# ---- param_overlap_seq_det ----
Fig. 1: param_overlap_seq_det, track usage over the die
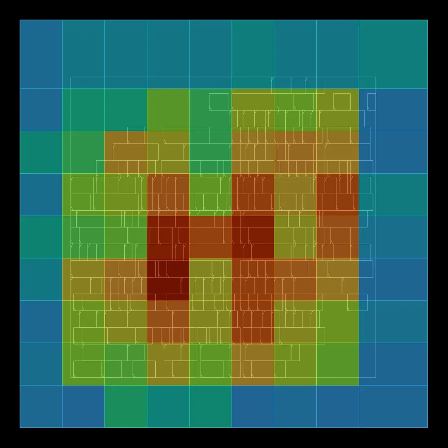

[src/rtl/seq_det_pkg.sv]
// seq_det_pkg: FSM state encoding shared by the serial pattern detector
package seq_det_pkg;
  localparam int STATE_W = 2;
  typedef enum logic [STATE_W-1:0] {S_FILL = 2'd0, S_HUNT = 2'd1} state_t;
endpackage

[src/rtl/seq_det_hist.sv]
// seq_det_hist: bit history + saturating fill count; in shift flush serin, out window (held bits + serin) ready (fill>=PAT_W-1) arm (this shift fills)
module seq_det_hist #(
  parameter int PAT_W = 4
) (
  input  logic             clk,
  input  logic             rst,
  input  logic             shift,
  input  logic             flush,
  input  logic             serin,
  output logic [PAT_W-1:0] window,
  output logic             ready,
  output logic             arm
);
  localparam int FW = $clog2(PAT_W + 1);
  logic [PAT_W-2:0] hist;
  logic [FW-1:0]    fill;
  assign window = {hist, serin};
  assign ready  = fill >= FW'(PAT_W - 1);
  assign arm    = shift && fill == FW'(PAT_W - 2);
  always_ff @(posedge clk) begin
    if (rst || flush) begin
      hist <= '0;
      fill <= '0;
    end else if (shift) begin
      hist <= window[PAT_W-2:0];
      fill <= (fill == FW'(PAT_W)) ? fill : fill + 1'b1;
    end
  end
endmodule

[src/rtl/param_overlap_seq_det.sv]
// param_overlap_seq_det: run-time programmable serial pattern detector; in serin in_valid cfg_load cfg_pattern cfg_overlap cnt_clr [cfg_mask with SEQ_DET_MASK_EN], out det_out match_cnt state
module param_overlap_seq_det
  import seq_det_pkg::*;
#(
  parameter int               PAT_W       = 4,
  parameter logic [PAT_W-1:0] DEF_PATTERN = 4'b1011,
  parameter bit               DEF_OVERLAP = 1'b1,
  parameter int               CNT_W       = 8
) (
  input  logic               clk,
  input  logic               rst,
  input  logic               serin,
  input  logic               in_valid,
  input  logic               cfg_load,
  input  logic [PAT_W-1:0]   cfg_pattern,
  input  logic               cfg_overlap,
`ifdef SEQ_DET_MASK_EN
  input  logic [PAT_W-1:0]   cfg_mask,
`endif
  input  logic               cnt_clr,
  output logic               det_out,
  output logic [CNT_W-1:0]   match_cnt,
  output logic [STATE_W-1:0] state
);
  state_t           state_q, state_nxt;
  logic [PAT_W-1:0] pattern, mask, window;
  logic             overlap, shift, flush, ready, arm, match;
  assign shift = in_valid && !cfg_load;
  assign match = shift && ready && state_q == S_HUNT && ((window ^ pattern) & mask) == '0;
  assign state = state_q;
  seq_det_hist #(.PAT_W(PAT_W)) u_hist (
    .clk(clk), .rst(rst), .shift(shift), .flush(flush), .serin(serin),
    .window(window), .ready(ready), .arm(arm)
  );
  always_comb begin
    state_nxt = S_FILL;
    flush     = 1'b1;
    if (!cfg_load)
      case (state_q)
        S_FILL: begin
          state_nxt = arm ? S_HUNT : S_FILL;
          flush     = 1'b0;
        end
        S_HUNT: begin
          state_nxt = (match && !overlap) ? S_FILL : S_HUNT;
          flush     = match && !overlap;
        end
        default: ;
      endcase
  end
`ifdef SEQ_DET_MASK_EN
  always_ff @(posedge clk)
    if (rst) mask <= '1;
    else if (cfg_load) mask <= cfg_mask;
`else
  assign mask = '1;
`endif
  always_ff @(posedge clk) begin
    if (rst) begin
      state_q   <= S_FILL;
      pattern   <= DEF_PATTERN;
      overlap   <= DEF_OVERLAP;
      det_out   <= 1'b0;
      match_cnt <= '0;
    end else begin
      state_q   <= state_nxt;
      det_out   <= match;
      pattern   <= cfg_load ? cfg_pattern : pattern;
      overlap   <= cfg_load ? cfg_overlap : overlap;
      match_cnt <= cnt_clr ? '0 : (match && !(&match_cnt)) ? match_cnt + 1'b1 : match_cnt;
    end
  end
endmodule
[config.mk]
export PLATFORM = sky130hd
export DESIGN_NAME = param_overlap_seq_det
export DESIGN_NICKNAME = d
export VERILOG_FILES = /design/src/rtl/seq_det_pkg.sv /design/src/rtl/seq_det_hist.sv /design/src/rtl/param_overlap_seq_det.sv
export SDC_FILE = /design/constraint.sdc
export NUM_CORES = 1
export LEC_CHECK = 0
export ABC_AREA = 1
export CORE_MARGIN = 8
export CORE_UTILIZATION = 50
export DETAILED_ROUTE_END_ITERATION = 8
export PLACE_DENSITY = 0.86
export SYNTH_ARGS = -nofsm -noshare
export SYNTH_HDL_FRONTEND = slang
export SYNTH_SLANG_ARGS = --single-unit
[constraint.sdc]
create_clock -name clk -period 1.6 [get_ports clk]
set_clock_uncertainty 0.1 [all_clocks]
set_input_delay 0.4 -clock clk [delete_from_list [all_inputs] [get_ports clk]]
set_output_delay 0.4 -clock clk [all_outputs]
set_load 0.02 [all_outputs]
# ---- riscv_v_shift_seq ----
## config.mk

```make
export PLATFORM = sky130hd
export DESIGN_NAME = riscv_v_shift_seq
export DESIGN_NICKNAME = d
export VERILOG_FILES = /design/src/rtl/riscv_v_pkg.sv /design/src/rtl/riscv_v_osize_decode.sv /design/src/rtl/riscv_v_shift_seq.sv
export SDC_FILE = /design/constraint.sdc
export NUM_CORES = 1
export LEC_CHECK = 0
export CORE_AREA = 5 5 322 324
export CTS_CLUSTER_SIZE = 16
export DETAILED_ROUTE_END_ITERATION = 12
export DIE_AREA = 0 0 327 329
export PLACE_DENSITY_LB_ADDON = 0.3
export SYNTH_ARGS = -nofsm -noshare
export SYNTH_HDL_FRONTEND = slang
export SYNTH_SLANG_ARGS = --single-unit
```

## constraint.sdc

```tcl
create_clock -name clk -period 2.1 [get_ports clk]
set_input_delay 0.525 -clock clk [delete_from_list [all_inputs] [get_ports clk]]
set_output_delay 0.525 -clock clk [all_outputs]
set_load 0.02 [all_outputs]
```

## src/rtl/riscv_v_pkg.sv

```systemverilog
// Shared types and constants for the vector shift sequencer.
// Latency: none (declarations only).
// Backpressure: n/a.
package riscv_v_pkg;

  localparam int RISCV_V_DATA_WIDTH       = 128;
  localparam int RISCV_V_NUM_VALID_OSIZES = 5;
  // Pass counter covers up to eight register groups (LMUL=8).
  localparam int RISCV_V_PASS_WIDTH       = 3;

  typedef enum logic [1:0] {
    ST_IDLE = 2'd0,
    ST_READ = 2'd1,
    ST_EXEC = 2'd2,
    ST_WB   = 2'd3
  } seq_state_e;

  // LMUL field encoding: number of passes is 2^lmul.
  typedef enum logic [1:0] {
    LMUL_1 = 2'd0,
    LMUL_2 = 2'd1,
    LMUL_4 = 2'd2,
    LMUL_8 = 2'd3
  } lmul_e;

  // Index of the final pass for a given LMUL encoding.
  function automatic logic [RISCV_V_PASS_WIDTH-1:0] lmul_last_pass(input logic [1:0] lmul);
    logic [RISCV_V_PASS_WIDTH-1:0] last;
    case (lmul_e'(lmul))
      LMUL_1:  last = 3'd0;
      LMUL_2:  last = 3'd1;
      LMUL_4:  last = 3'd3;
      LMUL_8:  last = 3'd7;
      default: last = 3'd0;
    endcase
    return last;
  endfunction

endpackage

```

## src/rtl/riscv_v_osize_decode.sv

```systemverilog
// Legalises the one-hot element size and builds the "size index >= k" vector.
// Latency: combinational.
// Backpressure: n/a.
module riscv_v_osize_decode
  import riscv_v_pkg::*;
#(
  parameter int NUM_OSIZES = RISCV_V_NUM_VALID_OSIZES
) (
  input  logic [NUM_OSIZES-1:0] osize_raw,
  output logic [NUM_OSIZES-1:0] osize_onehot,
  output logic [NUM_OSIZES-1:0] osize_greater
);

  localparam logic [NUM_OSIZES-1:0] OSIZE_ONE = NUM_OSIZES'(1);

  logic is_onehot;

  // Anything that is not exactly one bit set falls back to the smallest element size.
  always_comb begin
    is_onehot    = (osize_raw != '0) && ((osize_raw & (osize_raw - OSIZE_ONE)) == '0);
    osize_onehot = is_onehot ? osize_raw : OSIZE_ONE;
  end

  // Bit k is set when the selected size index is k or larger: OR-reduce from the top down.
  always_comb begin
    logic acc;
    acc           = 1'b0;
    osize_greater = '0;
    for (int k = NUM_OSIZES - 1; k >= 0; k--) begin
      acc              = acc | osize_onehot[k];
      osize_greater[k] = acc;
    end
  end

endmodule

```

## src/rtl/riscv_v_shift_seq.sv

```systemverilog
// Sequences a vector shift over 2^lmul register passes: read, shift, write back (macro RISCV_V_SHIFT_SEQ_PERF_CNT_EN adds a busy-cycle counter).
// Latency: first wb_valid 3 cycles after accept; each pass costs 3 cycles plus writeback stalls.
// Backpressure: req_ready only in IDLE; wb_valid/wb_data/wb_addr/wb_last hold until wb_ready.
module riscv_v_shift_seq
  import riscv_v_pkg::*;
#(
  parameter int DATA_WIDTH     = RISCV_V_DATA_WIDTH,
  parameter int NUM_OSIZES     = RISCV_V_NUM_VALID_OSIZES,
  parameter int REG_ADDR_WIDTH = 5
) (
  input  logic                      clk,
  input  logic                      rst_n,
  input  logic                      req_valid,
  output logic                      req_ready,
  input  logic                      req_is_left,
  input  logic                      req_is_arith,
  input  logic [NUM_OSIZES-1:0]     req_osize,
  input  logic [1:0]                req_lmul,
  input  logic [REG_ADDR_WIDTH-1:0] req_vd,
  input  logic [REG_ADDR_WIDTH-1:0] req_vs1,
  input  logic [REG_ADDR_WIDTH-1:0] req_vs2,
  output logic                      rf_rd_en,
  output logic [REG_ADDR_WIDTH-1:0] rf_rd_addr_a,
  output logic [REG_ADDR_WIDTH-1:0] rf_rd_addr_b,
  input  logic [DATA_WIDTH-1:0]     rf_rd_data_a,
  input  logic [DATA_WIDTH-1:0]     rf_rd_data_b,
  output logic                      sh_is_shift,
  output logic                      sh_is_left,
  output logic                      sh_is_arith,
  output logic [NUM_OSIZES-1:0]     sh_osize_vector,
  output logic [NUM_OSIZES-1:0]     sh_is_greater_osize_vector,
  output logic [DATA_WIDTH-1:0]     sh_srca,
  output logic [DATA_WIDTH-1:0]     sh_srcb,
  input  logic [DATA_WIDTH-1:0]     sh_result,
  output logic                      wb_valid,
  input  logic                      wb_ready,
  output logic [REG_ADDR_WIDTH-1:0] wb_addr,
  output logic [DATA_WIDTH-1:0]     wb_data,
  output logic                      wb_last,
  output logic                      busy
`ifdef RISCV_V_SHIFT_SEQ_PERF_CNT_EN
  ,
  output logic [31:0]               perf_busy_cycles
`endif
);

  seq_state_e                    state_q;
  logic [RISCV_V_PASS_WIDTH-1:0] pass_q;
  logic [RISCV_V_PASS_WIDTH-1:0] pass_nxt;
  logic                          is_last_pass;

  // Instruction fields captured at accept; osize is stored already legalised.
  logic                      is_left_q;
  logic                      is_arith_q;
  logic [1:0]                lmul_q;
  logic [REG_ADDR_WIDTH-1:0] vd_q;
  logic [REG_ADDR_WIDTH-1:0] vs1_q;
  logic [REG_ADDR_WIDTH-1:0] vs2_q;
  logic [NUM_OSIZES-1:0]     osize_q;
  logic [NUM_OSIZES-1:0]     greater_q;

  logic [NUM_OSIZES-1:0] dec_onehot;
  logic [NUM_OSIZES-1:0] dec_greater;

  riscv_v_osize_decode #(
    .NUM_OSIZES (NUM_OSIZES)
  ) u_osize_decode (
    .osize_raw     (req_osize),
    .osize_onehot  (dec_onehot),
    .osize_greater (dec_greater)
  );

  assign pass_nxt     = pass_q + 3'd1;
  assign is_last_pass = (pass_q == lmul_last_pass(lmul_q));

  assign req_ready = (state_q == ST_IDLE);
  assign busy      = (state_q != ST_IDLE);

  // Shifter sees operands only while executing so it stays quiet otherwise.
  always_comb begin
    sh_is_shift                = (state_q == ST_EXEC);
    sh_is_left                 = is_left_q;
    sh_is_arith                = is_arith_q;
    sh_osize_vector            = osize_q;
    sh_is_greater_osize_vector = greater_q;
    sh_srca                    = sh_is_shift ? rf_rd_data_a : '0;
    sh_srcb                    = sh_is_shift ? rf_rd_data_b : '0;
  end

  // Main sequencer: capture, one-cycle register read, shift capture, held writeback.
  always_ff @(posedge clk or negedge rst_n) begin
    if (!rst_n) begin
      state_q      <= ST_IDLE;
      pass_q       <= '0;
      is_left_q    <= 1'b0;
      is_arith_q   <= 1'b0;
      lmul_q       <= '0;
      vd_q         <= '0;
      vs1_q        <= '0;
      vs2_q        <= '0;
      osize_q      <= '0;
      greater_q    <= '0;
      rf_rd_en     <= 1'b0;
      rf_rd_addr_a <= '0;
      rf_rd_addr_b <= '0;
      wb_valid     <= 1'b0;
      wb_addr      <= '0;
      wb_data      <= '0;
      wb_last      <= 1'b0;
    end else begin
      case (state_q)
        ST_IDLE: begin
          if (req_valid) begin
            is_left_q    <= req_is_left;
            is_arith_q   <= req_is_arith;
            lmul_q       <= req_lmul;
            vd_q         <= req_vd;
            vs1_q        <= req_vs1;
            vs2_q        <= req_vs2;
            osize_q      <= dec_onehot;
            greater_q    <= dec_greater;
            pass_q       <= '0;
            rf_rd_en     <= 1'b1;
            rf_rd_addr_a <= req_vs1;
            rf_rd_addr_b <= req_vs2;
            state_q      <= ST_READ;
          end
        end
        ST_READ: begin
          // Read data arrives during EXEC; strobe is a single cycle.
          rf_rd_en <= 1'b0;
          state_q  <= ST_EXEC;
        end
        ST_EXEC: begin
          wb_data  <= sh_result;
          wb_addr  <= vd_q + REG_ADDR_WIDTH'(pass_q);
          wb_last  <= is_last_pass;
          wb_valid <= 1'b1;
          state_q  <= ST_WB;
        end
        ST_WB: begin
          if (wb_ready) begin
            wb_valid <= 1'b0;
            if (is_last_pass) begin
              state_q <= ST_IDLE;
            end else begin
              // Register indices wrap naturally at the address width.
              pass_q       <= pass_nxt;
              rf_rd_en     <= 1'b1;
              rf_rd_addr_a <= vs1_q + REG_ADDR_WIDTH'(pass_nxt);
              rf_rd_addr_b <= vs2_q + REG_ADDR_WIDTH'(pass_nxt);
              state_q      <= ST_READ;
            end
          end
        end
        default: begin
          state_q <= ST_IDLE;
        end
      endcase
    end
  end

`ifdef RISCV_V_SHIFT_SEQ_PERF_CNT_EN
  // Saturating count of cycles spent outside IDLE.
  always_ff @(posedge clk or negedge rst_n) begin
    if (!rst_n) begin
      perf_busy_cycles <= '0;
    end else if (busy && (perf_busy_cycles != '1)) begin
      perf_busy_cycles <= perf_busy_cycles + 32'd1;
    end
  end
`endif

endmodule

```

Fig. 2: param_overlap_seq_det, wires at chosen ports, followed through buffers
Scale bar: 20 um.
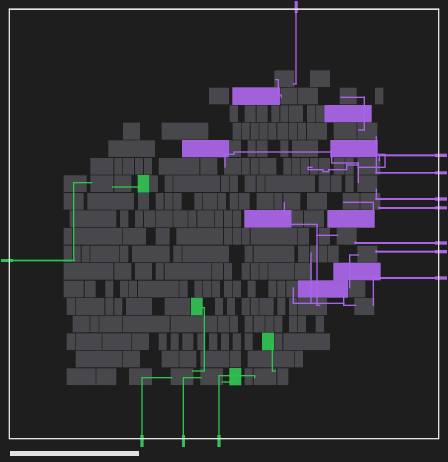
purple -> `match_cnt`  # direction output, edge 7 right, 1 top, end cells 8, buffers 8, wire 213 um
green -> `cfg_pattern`  # direction input, edge 3 bottom, 1 left, end cells 4, buffers 4, wire 88.7 um
IO Count: 22
Buffers on Ports: 20

## Picture notes: Fig. 1
Global Route Usage Sum: 13.40%
Global Route met3 Usage: 4.915%
Core Util, Final: 70.58%
Global Route met2 Usage: 24.61%

==> impl_metrics.tcl, param_overlap_seq_det <==
# place-and-route summary
set metrics [dict create \
    first_pass_iters 4 \
    largest_reg_flops 8 \
    stdcell_area_sq_mm 0.001717 \
    cts_resized 13 \
    syn_nets 201 \
    clk_share_pct 1.603 \
    wl_per_cell_um 11.36 \
    num-multi-input-gates 127 \
    setup_violations 0 \
    largestClassByArea "combinational gates" \
    crit_chain "ha_1 > ha_1 > inv_1 > nand3_2 > nand3_4 > inv_1 > nand3_4 > nand2_1 > a21oi_1" \
    h-tree-depth 1 \
    vias_per_cell 4.757 \
    drc_errors 0 \
    worstSetupPathType "flip-flop to flip-flop" \
    r2r_slack_ns 0.05 \
    edf_count 0 \
    lay_top_cells "45 x nand2_1, 33 x inv_1, 20 x nor2_1" \
    combPwrFrac_pct 13.4 \
    top_logic_kind "simple AND/OR/NAND/NOR gates" \
    outcome "completed" \
    layout.nets 242 \
    p_per_area_mw_per_mm2 539.5 \
    drt-initial-drc-count 65 \
    min_period_ns 1.551 \
    tap_cells 30 \
]
## param_overlap_seq_det: synthesized netlist by cell type (2+ instances only)
master / number / area (sq um)
nand4_1: 2 / 12.51
ha_1: 5 / 62.56
a21oi_1: 12 / 60.06
dfxtp_1: 21 / 420.4
inv_1: 35 / 131.4
o21ai_0: 9 / 45.04
nand3_2: 3 / 30.03
nor2_4: 2 / 22.52
nand2_1: 46 / 172.7
nor2_2: 2 / 12.51
nand3_1: 12 / 60.06
xor2_1: 5 / 43.79
nor2_1: 21 / 78.83
Fig. 3: riscv_v_shift_seq, wires at chosen ports, followed through buffers
Scale bar: 100 um.
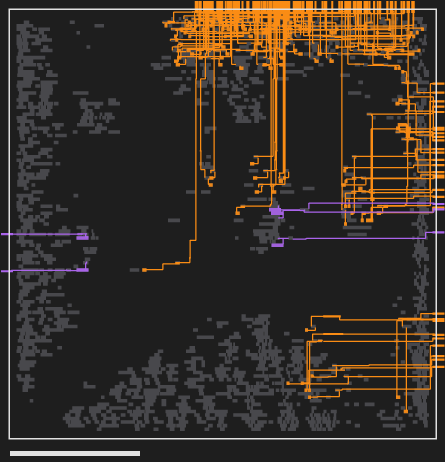
orange -> `rf_rd_data_b`  # direction input, edge 99 top, 29 right, end cells 128, buffers 128, wire 9520 um
purple -> `rf_rd_addr_b`  # direction output, edge 3 right, 2 left, end cells 5, buffers 5, wire 518 um
IO Count: 829
Buffers on Ports: 828

==> impl_metrics.tcl, riscv_v_shift_seq <==
# place-and-route summary
set metrics [dict create \
    finalClockPeriodUsage_pct 120.6 \
    ys_cells 770 \
    finalWorstSetupSlack_ns -0.4320 \
    setup_violations 310 \
    violations "negative setup slack" \
    outcome "finished with violations" \
    drc_errors 0 \
    grt_start_max_net_pins 68 \
    r2r-end "rf_rd_addr_a[4]" \
    antenna_found_initial 27 \
    startpoint "state_q[0]" \
    cts_tree "built" \
    yosysWarnings 0 \
    drive_gt1_share_pct 39.44 \
    rows 117 \
    adder_share_pct 2.599 \
]
-- riscv_v_shift_seq: flip-flops by register name, indices dropped and copies added, names as in the netlist --
name	count
vd_q	5
rf_rd_en	1
pass_q	3
vs1_q	5
vs2_q	5
wb_valid	1
wb_last	1
sh_osize_vector	5
rf_rd_addr_a	5
wb_addr	5
state_q	2
rf_rd_addr_b	5
sh_is_arith	1
sh_is_greater_osize_vector	4
lmul_q	2
sh_is_left	1
wb_data	128

# ---- pipe_stage_hs ----
Fig. 4: pipe_stage_hs, gate-type map
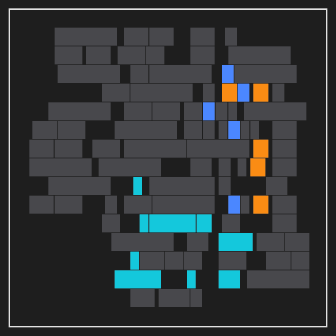

**config.mk**
```make
export PLATFORM = sky130hd
export DESIGN_NAME = pipe_stage_hs
export DESIGN_NICKNAME = d
export VERILOG_FILES = /design/src/rtl/pipe_stage_hs.sv
export SDC_FILE = /design/constraint.sdc
export NUM_CORES = 1
export LEC_CHECK = 0
export CAP_MARGIN = 20
export CORE_MARGIN = 2
export CORE_UTILIZATION = 44
export DETAILED_ROUTE_END_ITERATION = 7
export PLACE_DENSITY = 0.79
export SYNTH_ARGS = -nofsm -noshare
export SYNTH_HDL_FRONTEND = slang
export SYNTH_SLANG_ARGS = --single-unit
```
**constraint.sdc**
```tcl
create_clock -name clk_i -period 1.85 [get_ports clk_i]
set_input_delay 0.4625 -clock clk_i [delete_from_list [all_inputs] [get_ports clk_i]]
set_output_delay 0.4625 -clock clk_i [all_outputs]
set_load 0.005 [all_outputs]
```
**src/rtl/pipe_stage_hs.sv**
```systemverilog
// Elastic pipeline stage: DEPTH handshaked register slots with a combinational ready chain,
// synchronous flush, occupancy count and per-bit persistence detection across delivered words.
module pipe_stage_hs #(
   parameter int WIDTH = 5,
   parameter int DEPTH = 2
) (
   input  logic                       clk_i,
   input  logic                       rst_ni,
   input  logic                       valid_i,
   output logic                       ready_o,
   input  logic [WIDTH-1:0]           data_i,
   output logic                       valid_o,
   input  logic                       ready_i,
   output logic [WIDTH-1:0]           data_o,
   output logic [WIDTH-1:0]           persist_o,
   input  logic                       flush_i,
   output logic [$clog2(DEPTH+1)-1:0] fill_o
);

   localparam int FW = $clog2(DEPTH+1);

   logic [DEPTH-1:0] r_valid;
   logic [WIDTH-1:0] r_data [DEPTH];
   logic [WIDTH-1:0] r_last;

   logic [DEPTH-1:0] w_rdy;
   logic [DEPTH-1:0] w_up_valid;
   logic [WIDTH-1:0] w_up_data [DEPTH];
   logic             w_all_full;
   logic             w_out_xfer;
   logic [FW-1:0]    w_fill;

   // A slot is ready when downstream is ready or any slot from it to the head is empty;
   // written this way so the chain has no self-referencing vector.
   always_comb begin
      w_rdy      = '0;
      w_all_full = 1'b1;
      for (int k = 0; k < DEPTH; k++) begin
         w_all_full = 1'b1;
         for (int j = k; j < DEPTH; j++) begin
            w_all_full = w_all_full & r_valid[j];
         end
         w_rdy[k] = ready_i | ~w_all_full;
      end
   end

   // Upstream word feeding each slot.
   always_comb begin
      w_up_valid    = '0;
      w_up_valid[0] = valid_i;
      w_up_data[0]  = data_i;
      for (int k = 1; k < DEPTH; k++) begin
         w_up_valid[k] = r_valid[k-1];
         w_up_data[k]  = r_data[k-1];
      end
   end

   // Occupancy from the slot valid bits.
   always_comb begin
      w_fill = '0;
      for (int k = 0; k < DEPTH; k++) begin
         w_fill = w_fill + FW'(r_valid[k]);
      end
   end

   assign ready_o    = w_rdy[0] & ~flush_i;
   assign valid_o    = r_valid[DEPTH-1] & ~flush_i;
   assign data_o     = r_data[DEPTH-1];
   assign persist_o  = valid_o ? (data_o & r_last) : {WIDTH{1'b0}};
   assign fill_o     = w_fill;
   assign w_out_xfer = valid_o & ready_i;

   // Slot chain: a ready slot loads its upstream word (or empties); flush wins over everything.
   always_ff @(posedge clk_i or negedge rst_ni) begin
      if (!rst_ni) begin
         r_valid <= '0;
         for (int k = 0; k < DEPTH; k++) begin
            r_data[k] <= '0;
         end
      end else if (flush_i) begin
         r_valid <= '0;
      end else begin
         for (int k = 0; k < DEPTH; k++) begin
            if (w_rdy[k]) begin
               r_valid[k] <= w_up_valid[k];
               if (w_up_valid[k]) begin
                  r_data[k] <= w_up_data[k];
               end
            end
         end
      end
   end

   // Remember the last delivered word for persistence detection.
   always_ff @(posedge clk_i or negedge rst_ni) begin
      if (!rst_ni) begin
         r_last <= '0;
      end else if (flush_i) begin
         r_last <= '0;
      end else if (w_out_xfer) begin
         r_last <= data_o;
      end
   end

endmodule

```
# ---- cas_fsk_player ----
## config.mk

```make
export PLATFORM = sky130hd
export DESIGN_NAME = cas_fsk_player
export DESIGN_NICKNAME = d
export VERILOG_FILES = /design/src/rtl/cas_fsk_player.sv
export SDC_FILE = /design/constraint.sdc
export NUM_CORES = 1
export LEC_CHECK = 0
export ABC_AREA = 1
export CAP_MARGIN = 20
export CORE_ASPECT_RATIO = 2
export CORE_UTILIZATION = 45
export DETAILED_ROUTE_END_ITERATION = 10
export HOLD_SLACK_MARGIN = 0.15
export MAX_ROUTING_LAYER = met4
export PLACE_DENSITY = 0.74
export SYNTH_ARGS = -nofsm -noshare
export SYNTH_HDL_FRONTEND = slang
export SYNTH_SLANG_ARGS = --single-unit
```

## constraint.sdc

```tcl
create_clock -name clk -period 3.4 [get_ports clk]
set_clock_uncertainty 0.05 [all_clocks]
set_input_delay 0.34 -clock clk [delete_from_list [all_inputs] [get_ports clk]]
set_output_delay 0.34 -clock clk [all_outputs]
set_load 0.05 [all_outputs]
```

## src/rtl/cas_fsk_player.sv

```systemverilog
// cas_fsk_player: regenerates CoCo FSK cassette audio from a CAS image in byte RAM, with gapless prefetch, pause, rewind, eot and position.
// Optional tape-sound monitor output enabled by defining CAS_MONITOR_EN.
module cas_fsk_player #(
   parameter int ADDR_W   = 16,
   parameter int MEM_LAT  = 2,
   parameter int HALF_DIV = 11932
) (
   input  logic              clk,
   input  logic              reset,
   input  logic              en,
   input  logic              rewind,
   input  logic [ADDR_W-1:0] tape_len,
   output logic [ADDR_W-1:0] mem_addr,
   output logic              mem_rd,
   input  logic [7:0]        mem_data,
   output logic              data,
   output logic              busy,
   output logic              eot,
   output logic [ADDR_W-1:0] pos
`ifdef CAS_MONITOR_EN
   ,
   output logic [15:0]       monitor
`endif
);
   localparam int CW = $clog2(2 * HALF_DIV);
   localparam logic [CW-1:0] ONE_END = CW'(HALF_DIV - 1);
   localparam logic [CW-1:0] ZERO_END = CW'(2 * HALF_DIV - 1);
   localparam logic [CW-1:0] CNT_ONE = CW'(1);
   localparam logic [ADDR_W:0] ONE_X = (ADDR_W + 1)'(1);
   typedef enum logic [1:0] {IDLE, FILL, SHIFT, EOT} state_t;
   state_t state, state_n;
   logic [CW-1:0] cnt;
   logic [2:0] bit_idx;
   logic phase;
   logic [7:0] sreg, nbuf;
   logic nbuf_v, more;
   logic [MEM_LAT-1:0] rd_sh;
   logic rd_valid, start, load, half_end, byte_end, next_ok;
   logic [ADDR_W:0] pos1, pos2, len_x;
   always_comb begin
      len_x = {1'b0, tape_len};
      pos1 = {1'b0, pos} + ONE_X;
      pos2 = pos1 + ONE_X;
      next_ok = pos1 < len_x;
      rd_valid = rd_sh[MEM_LAT-1];
      start = state == IDLE && en;
      load = state == FILL && en && (rd_valid || nbuf_v);
      half_end = cnt == (sreg[0] ? ONE_END : ZERO_END);
      byte_end = state == SHIFT && en && half_end && phase && bit_idx == 3'd7;
      data = state == SHIFT && !phase;
      busy = state == SHIFT;
      eot = state == EOT;
      state_n = rewind ? IDLE :
                start ? (({1'b0, pos} >= len_x) ? EOT : FILL) :
                load ? SHIFT :
                byte_end ? (!next_ok ? EOT : nbuf_v ? SHIFT : IDLE) :
                state;
   end
   always_ff @(posedge clk) begin
      if (reset || rewind) begin
         state <= IDLE;
         pos <= '0;
         mem_addr <= '0;
         mem_rd <= 1'b0;
         cnt <= '0;
         bit_idx <= 3'd0;
         phase <= 1'b0;
         sreg <= 8'd0;
         nbuf <= 8'd0;
         nbuf_v <= 1'b0;
         more <= 1'b0;
         rd_sh <= '0;
      end else begin
         state <= state_n;
         mem_rd <= 1'b0;
         rd_sh <= MEM_LAT'({rd_sh, mem_rd});
         // reads land in the next buffer even while paused
         if (rd_valid && !load) begin
            nbuf <= mem_data;
            nbuf_v <= 1'b1;
         end
         if (start && state_n == FILL) begin
            mem_rd <= 1'b1;
            mem_addr <= pos;
            more <= pos1 < len_x;
         end
         if (load) begin
            sreg <= rd_valid ? mem_data : nbuf;
            nbuf_v <= 1'b0;
            cnt <= '0;
            phase <= 1'b0;
            bit_idx <= 3'd0;
            if (more) begin
               mem_rd <= 1'b1;
               mem_addr <= pos1[ADDR_W-1:0];
            end
         end
         if (state == SHIFT && en) begin
            if (!half_end) cnt <= cnt + CNT_ONE;
            else begin
               cnt <= '0;
               phase <= !phase;
               if (phase) begin
                  bit_idx <= bit_idx + 3'd1;
                  sreg <= {1'b0, sreg[7:1]};
               end
            end
         end
         // with no prefetched byte but more tape, fall back to IDLE to refetch
         if (byte_end) begin
            pos <= pos1[ADDR_W-1:0];
            if (next_ok && nbuf_v) begin
               sreg <= nbuf;
               nbuf_v <= 1'b0;
               if (pos2 < len_x) begin
                  mem_rd <= 1'b1;
                  mem_addr <= pos2[ADDR_W-1:0];
               end
            end
         end
      end
   end
`ifdef CAS_MONITOR_EN
   always_ff @(posedge clk) begin
      if (reset) monitor <= 16'h0000;
      else monitor <= (data && en) ? 16'h1000 : 16'h0000;
   end
`endif
endmodule
```

# ---- divider_seq ----
`src/rtl/divider_seq_pkg.sv`:
```
// Shared constants for the sequential signed divider: default width and
// FSM state encodings.
package divider_seq_pkg;

    // Default divisor/remainder width; dividend/quotient are twice this.
    localparam int N_DEF = 4;

    // FSM state encodings.
    localparam logic [1:0] ST_IDLE = 2'd0;
    localparam logic [1:0] ST_CALC = 2'd1;
    localparam logic [1:0] ST_FIX  = 2'd2;

endpackage

```
`src/rtl/divider_step.sv`:
```
// One restoring-division iteration on magnitudes: shift in the next
// dividend bit, trial-subtract the divisor, keep or restore.
module divider_step
    import divider_seq_pkg::*;
#(
    parameter int N = N_DEF
) (
    input  logic [N:0]   prem,
    input  logic         din,
    input  logic [N-1:0] dvs,
    output logic [N:0]   prem_next,
    output logic         qbit
);

    logic [N+1:0] shifted;
    logic [N:0]   diff;

    // The partial remainder is always below the divisor, so the shifted
    // value fits in N+1 bits; the extra top bit only feeds the compare.
    assign shifted   = {prem, din};
    assign diff      = shifted[N:0] - {1'b0, dvs};
    assign qbit      = (shifted >= {2'b00, dvs});
    assign prem_next = qbit ? diff : shifted[N:0];

endmodule

```
`src/rtl/divider_seq.sv`:
```
// Iterative signed divider: 2N-bit dividend / N-bit divisor, one quotient
// bit per clock on magnitudes, then a sign-fix cycle. Truncates toward zero.
module divider_seq
    import divider_seq_pkg::*;
#(
    parameter int N = N_DEF
) (
    input  logic             clk,
    input  logic             rst,
    input  logic             start,
    input  logic [2*N-1:0]   dividend,
    input  logic [N-1:0]     divisor,
    output logic [2*N-1:0]   quotient,
    output logic [N-1:0]     remainder,
    output logic             busy,
    output logic             done,
    output logic             div_zero,
    output logic             ovf
);

    localparam int CNT_W = $clog2(2*N+1);

    logic [1:0]       state;
    logic [CNT_W-1:0] cnt;
    logic [2*N-1:0]   dvd_sh;     // dividend magnitude, becomes quotient magnitude
    logic [N-1:0]     dvs_mag;
    logic [N:0]       prem;
    logic             sgn_dvd;
    logic             sgn_dvs;
    logic             dz;

    logic [2*N-1:0]   dvd_abs;
    logic [N-1:0]     dvs_abs;
    logic [N:0]       prem_next;
    logic             qbit;
    logic             neg_q;
    logic [2*N-1:0]   q_signed;
    logic [N-1:0]     r_signed;

    assign dvd_abs  = dividend[2*N-1] ? -dividend : dividend;
    assign dvs_abs  = divisor[N-1] ? -divisor : divisor;
    assign neg_q    = sgn_dvd ^ sgn_dvs;
    assign q_signed = neg_q ? -dvd_sh : dvd_sh;
    assign r_signed = sgn_dvd ? -prem[N-1:0] : prem[N-1:0];
    assign busy     = (state != ST_IDLE);

    divider_step #(.N(N)) u_step (
        .prem      (prem),
        .din       (dvd_sh[2*N-1]),
        .dvs       (dvs_mag),
        .prem_next (prem_next),
        .qbit      (qbit)
    );

    // FSM, iteration counter, datapath registers and result/flag registers.
    always_ff @(posedge clk or posedge rst) begin
        if (rst) begin
            state     <= ST_IDLE;
            cnt       <= '0;
            dvd_sh    <= '0;
            dvs_mag   <= '0;
            prem      <= '0;
            sgn_dvd   <= 1'b0;
            sgn_dvs   <= 1'b0;
            dz        <= 1'b0;
            quotient  <= '0;
            remainder <= '0;
            done      <= 1'b0;
            div_zero  <= 1'b0;
            ovf       <= 1'b0;
        end else begin
            done <= 1'b0;
            case (state)
                ST_IDLE: begin
                    if (start) begin
                        sgn_dvd <= dividend[2*N-1];
                        sgn_dvs <= divisor[N-1];
                        dvd_sh  <= dvd_abs;
                        dvs_mag <= dvs_abs;
                        prem    <= '0;
                        if (divisor == '0) begin
                            // Nothing to iterate; go straight to result.
                            dz    <= 1'b1;
                            cnt   <= '0;
                            state <= ST_FIX;
                        end else begin
                            dz    <= 1'b0;
                            cnt   <= CNT_W'(2*N);
                            state <= ST_CALC;
                        end
                    end
                end
                ST_CALC: begin
                    prem   <= prem_next;
                    dvd_sh <= {dvd_sh[2*N-2:0], qbit};
                    cnt    <= cnt - CNT_W'(1);
                    if (cnt == CNT_W'(1)) begin
                        state <= ST_FIX;
                    end
                end
                ST_FIX: begin
                    done  <= 1'b1;
                    state <= ST_IDLE;
                    if (dz) begin
                        quotient  <= '0;
                        remainder <= '0;
                        div_zero  <= 1'b1;
                        ovf       <= 1'b0;
                    end else begin
                        quotient  <= q_signed;
                        remainder <= r_signed;
                        div_zero  <= 1'b0;
                        // Magnitude 2^(2N-1) is only representable when negative.
                        ovf       <= ~neg_q & dvd_sh[2*N-1];
                    end
                end
                default: begin
                    state <= ST_IDLE;
                end
            endcase
        end
    end

endmodule

```
`config.mk`:
```
export PLATFORM = sky130hd
export DESIGN_NAME = divider_seq
export DESIGN_NICKNAME = d
export VERILOG_FILES = /design/src/rtl/divider_seq_pkg.sv /design/src/rtl/divider_step.sv /design/src/rtl/divider_seq.sv
export SDC_FILE = /design/constraint.sdc
export NUM_CORES = 1
export LEC_CHECK = 0
export CAP_MARGIN = 20
export CORE_MARGIN = 8
export CORE_UTILIZATION = 49
export CTS_CLUSTER_SIZE = 8
export DETAILED_ROUTE_END_ITERATION = 8
export GPL_TIMING_DRIVEN = 0
export PLACE_DENSITY = 0.85
export SYNTH_ARGS = -nofsm -noshare
export SYNTH_HDL_FRONTEND = slang
export SYNTH_SLANG_ARGS = --single-unit
export TNS_END_PERCENT = 5
```
`constraint.sdc`:
```
create_clock -name clk -period 2 [get_ports clk]
set_input_delay 0.2 -clock clk [delete_from_list [all_inputs] [get_ports clk]]
set_output_delay 0.2 -clock clk [all_outputs]
set_load 0.01 [all_outputs]
```
# ---- maxpool_relu_ctrl_flat ----
<file path="src/rtl/maxpool_relu_ctrl_pkg.sv">
// Shared definitions for the max-pool + ReLU stage: FSM state encoding,
// default bus widths and the value ReLU substitutes for negative maxima.
package maxpool_relu_ctrl_pkg;

  typedef enum logic [1:0] {
    S_IDLE  = 2'd0,
    S_READ  = 2'd1,
    S_WRITE = 2'd2,
    S_DONE  = 2'd3
  } state_e;

  localparam int DW_DEF     = 16;
  localparam int AW_DEF     = 20;
  localparam int IN_DIM_DEF = 256;

  // Written in place of any negative window maximum.
  localparam int RELU_ZERO  = 0;

endpackage

</file>
<file path="src/rtl/maxpool_relu_ctrl_if.sv">
// Bus bundle of the max-pool + ReLU stage.
//   start          : launch request (conv controller done)
//   RAM_Q/A/OE     : conv RAM read port (one-cycle read latency)
//   POOL_A/D/WE    : pool RAM write port
//   busy/done      : status
// Modport master : the pool controller (drives both RAM buses and status).
// Modport slave  : the environment (start source, conv RAM, pool RAM).
interface maxpool_relu_ctrl_if
  import maxpool_relu_ctrl_pkg::*;
#(
  parameter int DW = DW_DEF,
  parameter int AW = AW_DEF
);
  logic          start;
  logic [DW-1:0] RAM_Q;
  logic [AW-1:0] RAM_A;
  logic          RAM_OE;
  logic [AW-1:0] POOL_A;
  logic [DW-1:0] POOL_D;
  logic          POOL_WE;
  logic          busy;
  logic          done;

  modport master (
    input  start, RAM_Q,
    output RAM_A, RAM_OE, POOL_A, POOL_D, POOL_WE, busy, done
  );

  modport slave (
    output start, RAM_Q,
    input  RAM_A, RAM_OE, POOL_A, POOL_D, POOL_WE, busy, done
  );
endinterface

</file>
<file path="src/rtl/maxpool_relu_ctrl_pool_max_relu.sv">
// Running signed maximum over one 2x2 window plus combinational ReLU.
//   clk, rst : clock, async active-low reset
//   load_i   : overwrite the maximum with din_i (first word of a window)
//   upd_i    : keep the signed max of the current maximum and din_i
//   din_i    : conv RAM read data
//   relu_o   : current maximum, or zero when it is negative
module pool_max_relu
  import maxpool_relu_ctrl_pkg::*;
#(
  parameter int DW = DW_DEF
) (
  input  logic          clk,
  input  logic          rst,
  input  logic          load_i,
  input  logic          upd_i,
  input  logic [DW-1:0] din_i,
  output logic [DW-1:0] relu_o
);

  logic signed [DW-1:0] mx_q, mx_d;
  logic signed [DW-1:0] din_s;

  assign din_s = din_i;

  always_comb begin
    mx_d = mx_q;
    if (load_i)
      mx_d = din_s;
    else if (upd_i && (din_s > mx_q))
      mx_d = din_s;
  end

  always_ff @(posedge clk or negedge rst) begin
    if (!rst) mx_q <= '0;
    else      mx_q <= mx_d;
  end

  assign relu_o = mx_q[DW-1] ? DW'(RELU_ZERO) : mx_q;

endmodule

</file>
<file path="src/rtl/maxpool_relu_ctrl.sv">
// 2x2 stride-2 max-pool followed by ReLU over an IN_DIM x IN_DIM signed frame
// held in the conv RAM; writes the (IN_DIM/2)^2 result to the pool RAM.
// Each output pixel takes 5 READ cycles (4 issues, 4 captures offset by the
// one-cycle RAM latency) and 1 WRITE cycle.
//   clk, rst : clock, async active-low reset
//   bus      : start, conv RAM read port, pool RAM write port, busy/done
module maxpool_relu_ctrl
  import maxpool_relu_ctrl_pkg::*;
#(
  parameter int DW     = DW_DEF,
  parameter int AW     = AW_DEF,
  parameter int IN_DIM = IN_DIM_DEF
) (
  input  logic                 clk,
  input  logic                 rst,
  maxpool_relu_ctrl_if.master  bus
);

  localparam int OD = IN_DIM / 2;
  localparam int PW = $clog2(OD);
  localparam int LW = $clog2(IN_DIM);

  state_e        state_q, state_d;
  logic [PW-1:0] pr_q, pr_d, pc_q, pc_d;
  logic [2:0]    k_q, k_d;
  logic          mx_load, mx_upd;
  logic [DW-1:0] relu;
  logic          issue, last_px;
  logic [AW-1:0] rd_addr, wr_addr;

  // k = 0..3 issue reads, k = 4 only captures the last word.
  assign issue   = (state_q == S_READ) && !k_q[2];
  assign last_px = (pr_q == '1) && (pc_q == '1);

  // Row term {pr,k[1]} = 2pr+k[1]; column term {pc,k[0]} = 2pc+k[0] < IN_DIM,
  // so it can be OR-ed under the row term shifted by log2(IN_DIM).
  assign rd_addr = (AW'({pr_q, k_q[1]}) << LW) | AW'({pc_q, k_q[0]});
  assign wr_addr = AW'({pr_q, pc_q});

  always_comb begin
    state_d = state_q;
    pr_d    = pr_q;
    pc_d    = pc_q;
    k_d     = k_q;
    mx_load = 1'b0;
    mx_upd  = 1'b0;
    case (state_q)
      S_IDLE: begin
        if (bus.start) state_d = S_READ;
      end
      S_READ: begin
        // RAM_Q now holds the word addressed when k was one lower.
        mx_load = (k_q == 3'd1);
        mx_upd  = (k_q >= 3'd2);
        if (k_q == 3'd4) begin
          k_d     = '0;
          state_d = S_WRITE;
        end else begin
          k_d = k_q + 3'd1;
        end
      end
      S_WRITE: begin
        pc_d = pc_q + 1'b1;
        if (pc_q == '1) pr_d = pr_q + 1'b1;
        state_d = last_px ? S_DONE : S_READ;
      end
      S_DONE: begin
        pr_d    = '0;
        pc_d    = '0;
        k_d     = '0;
        state_d = S_IDLE;
      end
      default: state_d = S_IDLE;
    endcase
  end

  always_ff @(posedge clk or negedge rst) begin
    if (!rst) begin
      state_q <= S_IDLE;
      pr_q    <= '0;
      pc_q    <= '0;
      k_q     <= '0;
    end else begin
      state_q <= state_d;
      pr_q    <= pr_d;
      pc_q    <= pc_d;
      k_q     <= k_d;
    end
  end

  pool_max_relu #(.DW(DW)) u_max (
    .clk    (clk),
    .rst    (rst),
    .load_i (mx_load),
    .upd_i  (mx_upd),
    .din_i  (bus.RAM_Q),
    .relu_o (relu)
  );

  // Outputs decode straight from registered state, so an async reset
  // silences every enable in the same instant.
  assign bus.RAM_OE  = issue;
  assign bus.RAM_A   = issue ? rd_addr : '0;
  assign bus.POOL_WE = (state_q == S_WRITE);
  assign bus.POOL_A  = (state_q == S_WRITE) ? wr_addr : '0;
  assign bus.POOL_D  = (state_q == S_WRITE) ? relu : '0;
  assign bus.busy    = (state_q != S_IDLE);
  assign bus.done    = (state_q == S_DONE);

endmodule

</file>
<file path="src/flat_wrapper.sv">
// flat-port wrapper written by rule: the top's interface ports become plain ports
module maxpool_relu_ctrl_flat import maxpool_relu_ctrl_pkg::*;
#(
  parameter int DW     = DW_DEF,
  parameter int AW     = AW_DEF,
  parameter int IN_DIM = IN_DIM_DEF
)
  (clk, rst, bus_start, bus_RAM_Q, bus_RAM_A, bus_RAM_OE, bus_POOL_A, bus_POOL_D, bus_POOL_WE, bus_busy, bus_done);
  maxpool_relu_ctrl_if #(.DW(DW), .AW(AW)) bus_i ();
  input  logic clk;
  input  logic rst;
  input wire logic [$bits(bus_i.start)-1:0] bus_start;
  input wire logic [$bits(bus_i.RAM_Q)-1:0] bus_RAM_Q;
  output wire logic [$bits(bus_i.RAM_A)-1:0] bus_RAM_A;
  output wire logic [$bits(bus_i.RAM_OE)-1:0] bus_RAM_OE;
  output wire logic [$bits(bus_i.POOL_A)-1:0] bus_POOL_A;
  output wire logic [$bits(bus_i.POOL_D)-1:0] bus_POOL_D;
  output wire logic [$bits(bus_i.POOL_WE)-1:0] bus_POOL_WE;
  output wire logic [$bits(bus_i.busy)-1:0] bus_busy;
  output wire logic [$bits(bus_i.done)-1:0] bus_done;
  assign bus_i.start = bus_start;
  assign bus_i.RAM_Q = bus_RAM_Q;
  assign bus_RAM_A = bus_i.RAM_A;
  assign bus_RAM_OE = bus_i.RAM_OE;
  assign bus_POOL_A = bus_i.POOL_A;
  assign bus_POOL_D = bus_i.POOL_D;
  assign bus_POOL_WE = bus_i.POOL_WE;
  assign bus_busy = bus_i.busy;
  assign bus_done = bus_i.done;
  maxpool_relu_ctrl #(.DW(DW), .AW(AW), .IN_DIM(IN_DIM)) u_core (.clk(clk), .rst(rst), .bus(bus_i));
endmodule
</file>
<file path="config.mk">
export PLATFORM = sky130hd
export DESIGN_NAME = maxpool_relu_ctrl_flat
export DESIGN_NICKNAME = d
export VERILOG_FILES = /design/src/rtl/maxpool_relu_ctrl_pkg.sv /design/src/rtl/maxpool_relu_ctrl_if.sv /design/src/rtl/maxpool_relu_ctrl_pool_max_relu.sv /design/src/rtl/maxpool_relu_ctrl.sv /design/src/flat_wrapper.sv
export SDC_FILE = /design/constraint.sdc
export NUM_CORES = 1
export LEC_CHECK = 0
export CORE_ASPECT_RATIO = 0.8
export CORE_UTILIZATION = 60
export DETAILED_ROUTE_END_ITERATION = 8
export DONT_BUFFER_PORTS = 1
export GPL_TIMING_DRIVEN = 0
export PLACE_DENSITY = 0.76
export SLEW_MARGIN = 10
export SYNTH_ARGS = -nofsm -noshare
export SYNTH_HDL_FRONTEND = slang
export SYNTH_SLANG_ARGS = --single-unit
</file>
<file path="constraint.sdc">
create_clock -name clk -period 2.95 [get_ports clk]
set_clock_uncertainty 0.15 [all_clocks]
set_input_delay 0.4425 -clock clk [delete_from_list [all_inputs] [get_ports clk]]
set_output_delay 0.4425 -clock clk [all_outputs]
set_load 0.03 [all_outputs]
</file>
Fig. 5: cas_fsk_player, gate-type map
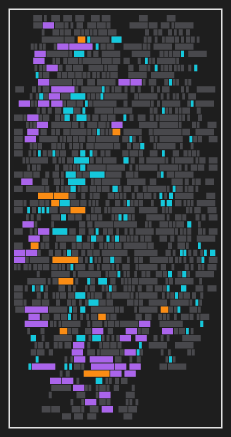
purple -> adder and majority cells  # cells 52, most used ha_1
orange -> XOR/XNOR gates  # cells 13, most used xor2_1
cyan -> NOR gates  # cells 102, most used nor2_1

==> impl_metrics.tcl, cas_fsk_player <==
# place-and-route summary
set metrics [dict create \
    tap_cells 147 \
    ys_seq_share_pct 26.52 \
    inv_count 129 \
    cts_resized 38 \
    p_int_uw 1529 \
    setup_violations 16 \
    arrival_ns 3.70 \
    finalWorstSetupSlack_ns -0.1146 \
    startpoint "pos[2]" \
    finalClockPeriodUsage_pct 103.4 \
    cp-end-kind "flip-flop" \
    r2r_start "pos[2]" \
    synth-seq-cells 74 \
    area_share_nonclk_buffers_pct 18.87 \
    grt.met3_usage_pct 4.183 \
    required_ns 3.59 \
    violations "negative setup slack" \
    grt_use_total_pct 30.49 \
    synth_cells 844 \
    outcome "finished with violations" \
    vias 6259 \
]
==> cas_fsk_player: worst max-delay path, stage by stage (launching register included) <==
cell and delay [ns]:
dfxtp_4 0.40, buf_4 0.13, inv_1 0.07, nand2_4 0.09, nand2_4 0.08, nor3_4 0.23
inv_2 0.08, buf_4 0.15, nor3b_4 0.23, xor2_1 0.20, inv_2 0.09, ha_4 0.22
nand2_2 0.07, nor2_1 0.05, nor2_1 0.08, nand4_1 0.13, nand2_1 0.09, nand2_1 0.05
nand2_1 0.08, nand2_2 0.09, nand2_2 0.11, nand3_4 0.20, clkbuf_16 0.24, o21ai_2 0.15
nor2_1 0.07
Fig. 6: divider_seq, zoomed window
Scale bar: 10 um. Region (9, 9) to (34, 34) um. Cells in grey, sequential cells in the stronger grey; small squares are vias.
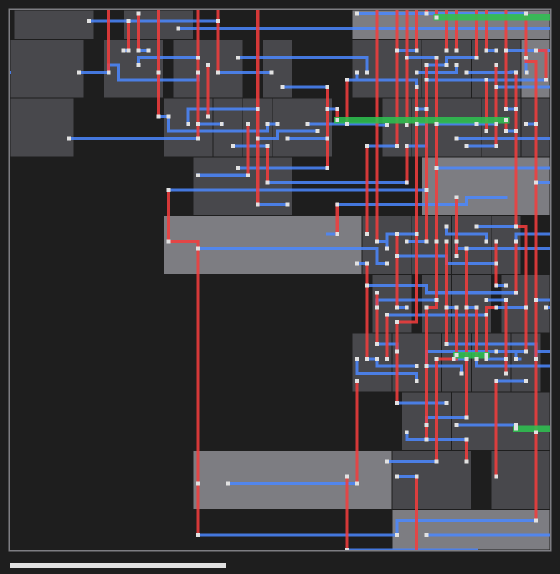
green -> metal 3
red -> metal 2
blue -> metal 1
sequential cells in the window = 4
cells with their middle in the window = 37
netlist names of flops here include = `cnt` (2), `state` (2)

==> impl_metrics.tcl, divider_seq <==
# place-and-route summary
set metrics [dict create \
    outcome "completed" \
    ys.flop_type "dfrtp_1" \
    min_path_type "input port to flip-flop" \
    pwr-share-seq_pct 34.5 \
    vias 1895 \
    min_period_ns 1.901 \
    simple_gate_share_pct 15.39 \
    ys_sh_xor_pct 6.351 \
    ctsHoldBuffers 0 \
    setup.worst_path.end "prem[2]" \
    r2r_start "dvd_sh[7]" \
    swShare_pct 42.34 \
    first_pass_iters 4 \
    synthTopCellsByCount "41 x dfrtp_1, 34 x nand2_1, 18 x inv_1, 15 x o21ai_0, 13 x nor2_1" \
    top_layer "met4" \
    grt_use_total_pct 14.68 \
    maxSlewHeadroom_pct 44.57 \
    antenna_found_initial 0 \
    top_logic_kind "AND-OR/OR-AND gates" \
    final_util_pct 59.70 \
    ys_cells 247 \
    detail-route-antenna-nets 0 \
    coreArea_sq_mm 0.004661 \
    grt_pass1_vias 1941 \
    rows 25 \
    rsz0062_at_grt "true" \
    lay_top_cells "41 x dfrtp_1, 34 x nand2_1, 29 x clkdlybuf4s50_1" \
    arrival_ns 2.10 \
    max_cap_viol_count 0 \
    ys_types 48 \
    synth_area_per_cell_sq_um 9.412 \
    adder_share_pct 6.243 \
]
[divider_seq: final cells by class]
class | instances | area (sq um)
fill | 401 | 1878
multi-input combinational | 177 | 1194
sequential | 41 | 1026
timing repair buffer | 30 | 297.8
inverter | 19 | 71.32
clock buffer | 5 | 68.82
tap | 54 | 67.56
buffer | 9 | 40.04
clock inverter | 3 | 17.52
[divider_seq: kinds of logic after synthesis]
family	Yosys count
muxes	5
buffers and inverters	29
xor gates and xnor gates	16
AOI/OAI and AO/OA	68
DFF	41
adders and majority gates	11
and+or+nand+nor	77
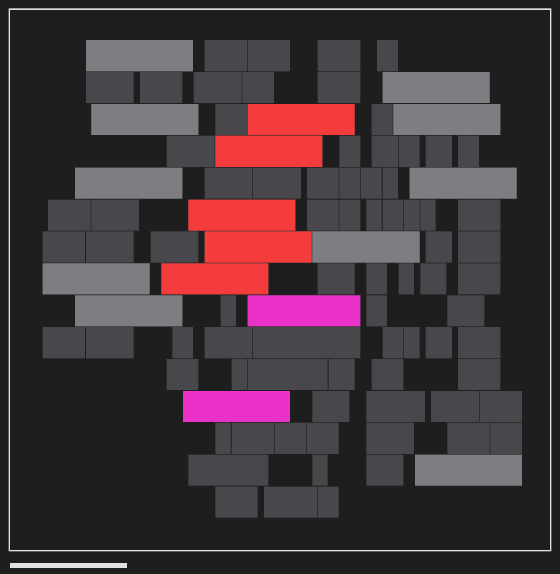
Fig. 7. Sequential cells grouped by signal name (pipe_stage_hs).
Scale bar: 10 um. Other sequential cells in the stronger grey, the rest of the logic in the fainter grey.
red -> `data_o`  # placed flops 5
magenta -> `r_valid`  # placed flops 2
not coloured = 10

Fig. 8: pipe_stage_hs, track usage over the die
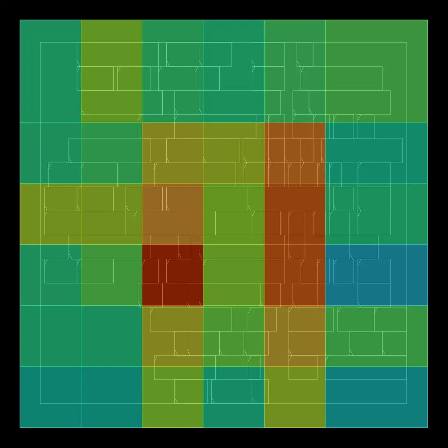
Global Route met3 Usage: 2.353%
GR Util met1: 20.25%

Notes on Fig. 4 above:
orange -> AND and OR gates  # cells 5, most used and3_1, where right middle
blue -> inverting AOI/OAI gates  # cells 5, most used a21oi_1
cyan -> NOR gates  # cells 9, most used nor2_1, where bottom middle
final std cells w/o fill: 111
multi-input gate share of total cell area: 30.54%

==> impl_metrics.tcl, pipe_stage_hs <==
# place-and-route summary
set metrics [dict create \
    outcome "completed" \
    layout.nets 106 \
    ys_area_sq_um 778.2 \
    h-tree-depth 1 \
    r2r_start "r_valid[1]" \
    antenna_found_initial 0 \
    synth_area_per_cell_sq_um 11.97 \
    comb_cell_power_uw 199 \
    grt_overflow 0 \
    syn_area_sq_um 778.2 \
    cp_slowest_cell "dfrtp_2" \
    ctsHoldBuffers 0 \
    inv_count 0 \
    grt_pass1_vias 500 \
    place_ws_ns -0.3859 \
    detailroute.wirelength.met2_um 737 \
    edf_count 0 \
    dpl_cell_area_sq_mm 0.001040 \
    hold_ws_ns 0.4798 \
    top_cells_by_area "dfrtp_1 55%, mux2_2 14%, buf_4 4.8%, nor3b_4 4.8%, and3_1 4.0%" \
    first_pass_iters 5 \
    cts_tree "built" \
    p_leak_uw 0.0005046 \
    min_path_type "input port to asynchronous set/reset pin" \
    finalClockPeriodUsage_pct 94.57 \
    top_area_share_pct 54.66 \
    rows 15 \
    final_util_pct 64.52 \
]
pipe_stage_hs: sequential cells by signal, indices dropped and copies added, names as in the netlist:
name and flops:
data_o 5, r_data 5, r_last 5, r_valid 2
pipe_stage_hs: kinds of logic after synthesis:
kind of cell	Yosys count	synth area share (%)
compound gates	5	3.215
fa+ha+maj	1	1.607
buf+inv	6	5.466
flops	17	54.66
mux	11	15.76
simple gates	25	19.29
pipe_stage_hs: worst max-delay path: cells and delay by family, from the launching register on:
family                 cells  cell delay, ns
buffers and inverters      2            0.23
AND/OR/NAND/NOR            2            0.32
flip-flops                 1            0.45
Fig. 9: maxpool_relu_ctrl_flat, zoomed window
Scale bar: 10 um. Region (9, 5) to (34, 30) um. Cells in grey, sequential cells in the stronger grey; small squares are vias.
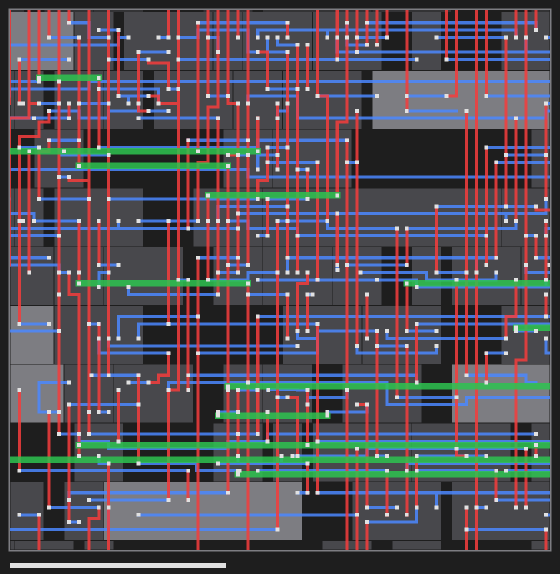
blue -> metal 1
red -> metal 2
green -> metal 3
netlist names of flops here include = `u_core.u_max.mx_q` (2)
cells with their middle in the window = 49
sequential cells in the window = 2
most frequent = mux2i_1 (8), nand4b_1 (6)

==> impl_metrics.tcl, maxpool_relu_ctrl_flat <==
# place-and-route summary
set metrics [dict create \
    outcome "finished with violations" \
    violations "negative setup slack" \
    final_cells 478 \
    cts_buffers 5 \
    finalWorstSetupSlack_ns -0.2041 \
    synth_area_per_cell_sq_um 8.519 \
    top_layer "met4" \
    area_share_nonclk_buffers_pct 8.732 \
    first_pass_iters 4 \
    warnings 31 \
    top_logic_kind "simple AND/OR/NAND/NOR gates" \
    synth_cells 392 \
    final_util_pct 71.64 \
    wl_met1_um 4372 \
    stdcell_area_sq_mm 0.003711 \
    comb_cell_power_uw 1010 \
    lay_top_cells "36 x and3_1, 35 x mux2i_1, 34 x dfrtp_1" \
    combGateArea_sq_mm 0.002241 \
    ctsHoldBuffers 2 \
    tap_cells 62 \
    setup_violations 14 \
    ff_count 35 \
]
maxpool_relu_ctrl_flat: critical path: stages (launching register included):
cell	delay, ns
dfrtp_1	0.35
clkbuf_1	0.33
inv_1	0.17
clkbuf_1	0.30
nor4_1	1.11
maxpool_relu_ctrl_flat: state kept, by name, indices dropped and copies added, names as in the netlist:
signal,flops
u_core.state_q,2
u_core.u_max.mx_q,16
u_core.pr_q,7
u_core.pc_q,7
u_core.k_q,3


==> layout pictures side by side <==
Sequential cells grouped by signal name.
shot_01.png
Scale bar: 20 um. Other sequential cells in the stronger grey, the rest of the logic in the fainter grey.
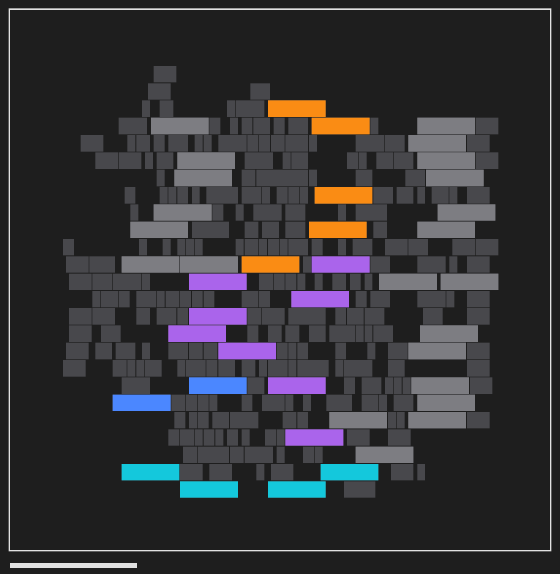
shot_02.png
Scale bar: 20 um. Other sequential cells in the stronger grey, the rest of the logic in the fainter grey.
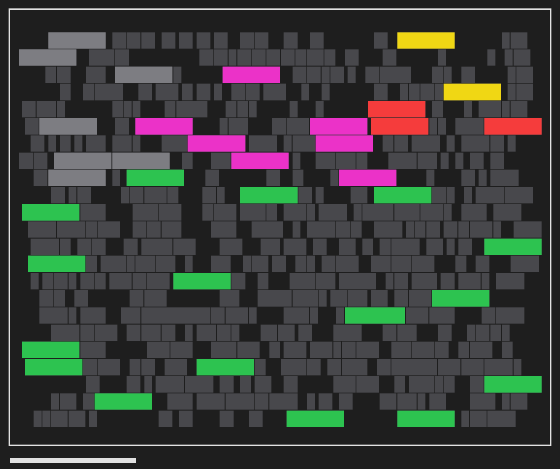
shot_03.png
Scale bar: 20 um. Other sequential cells in the stronger grey, the rest of the logic in the fainter grey.
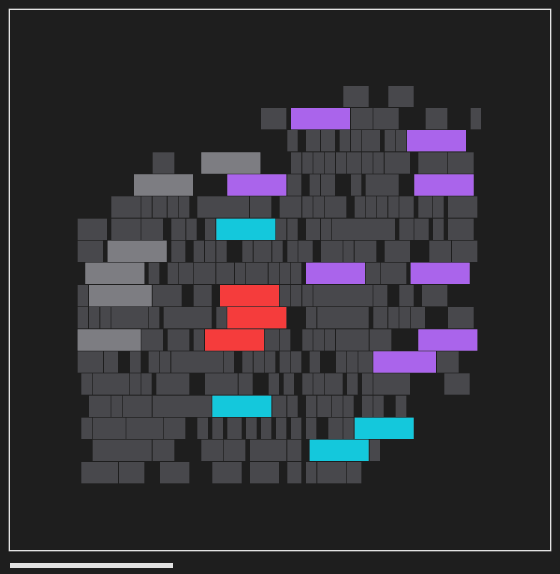
shot_04.png
Scale bar: 100 um. Other sequential cells in the stronger grey, the rest of the logic in the fainter grey.
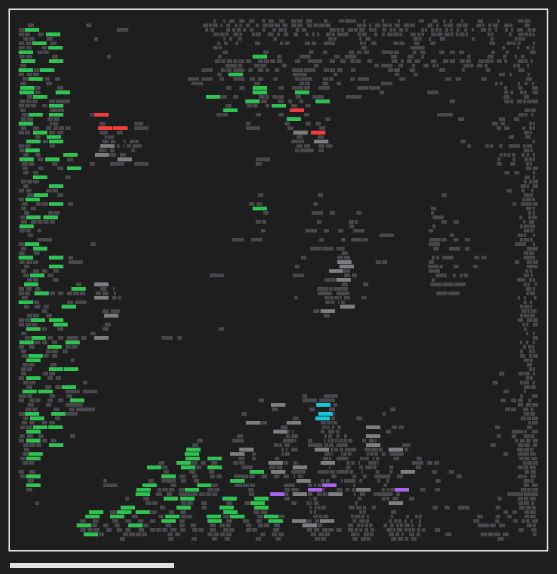
shot_05.png
Scale bar: 20 um. Other sequential cells in the stronger grey, the rest of the logic in the fainter grey.
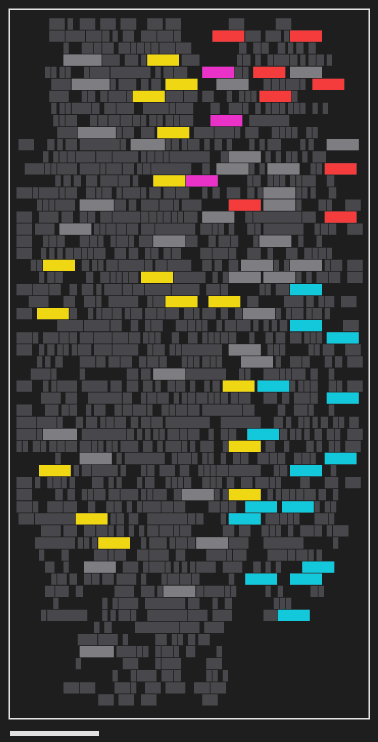
| picture | from |
|---|---|
| shot_05.png | cas_fsk_player |
| shot_01.png | divider_seq |
| shot_02.png | maxpool_relu_ctrl_flat |
| shot_04.png | riscv_v_shift_seq |
| shot_03.png | param_overlap_seq_det |
- largest die: shot_04.png
- most sequential cells: shot_04.png


==> notes/layouts.md <==
Pictures saved along the way, in no particular order.

Wires at chosen ports, followed through buffers.
panel A
Scale bar: 20 um.
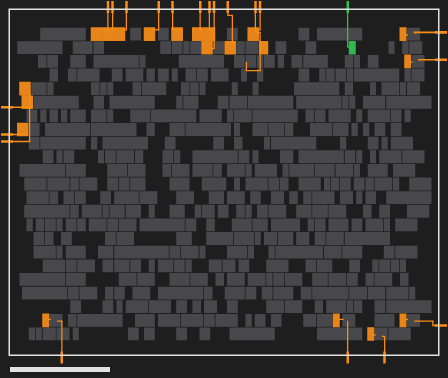
panel B
Scale bar: 20 um.
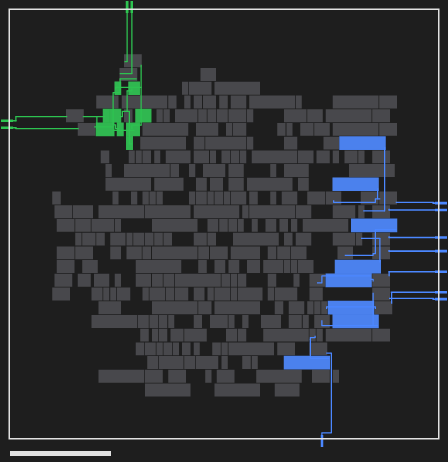
panel C
Scale bar: 20 um.
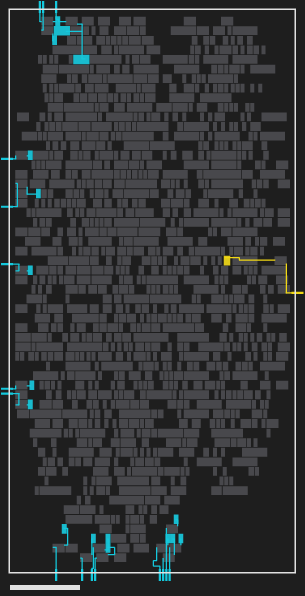
panel D
Scale bar: 10 um.
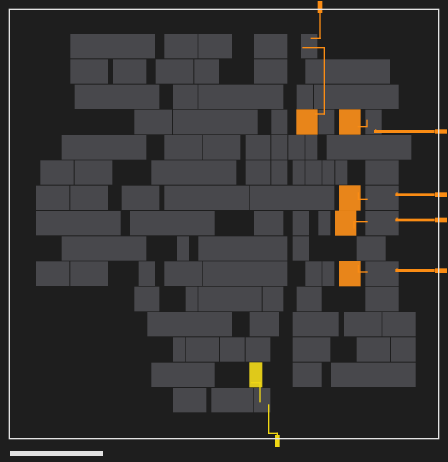
pipe_stage_hs: panel D
divider_seq: panel B
maxpool_relu_ctrl_flat: panel A
cas_fsk_player: panel C

Power and IR drop assume default switching activity.
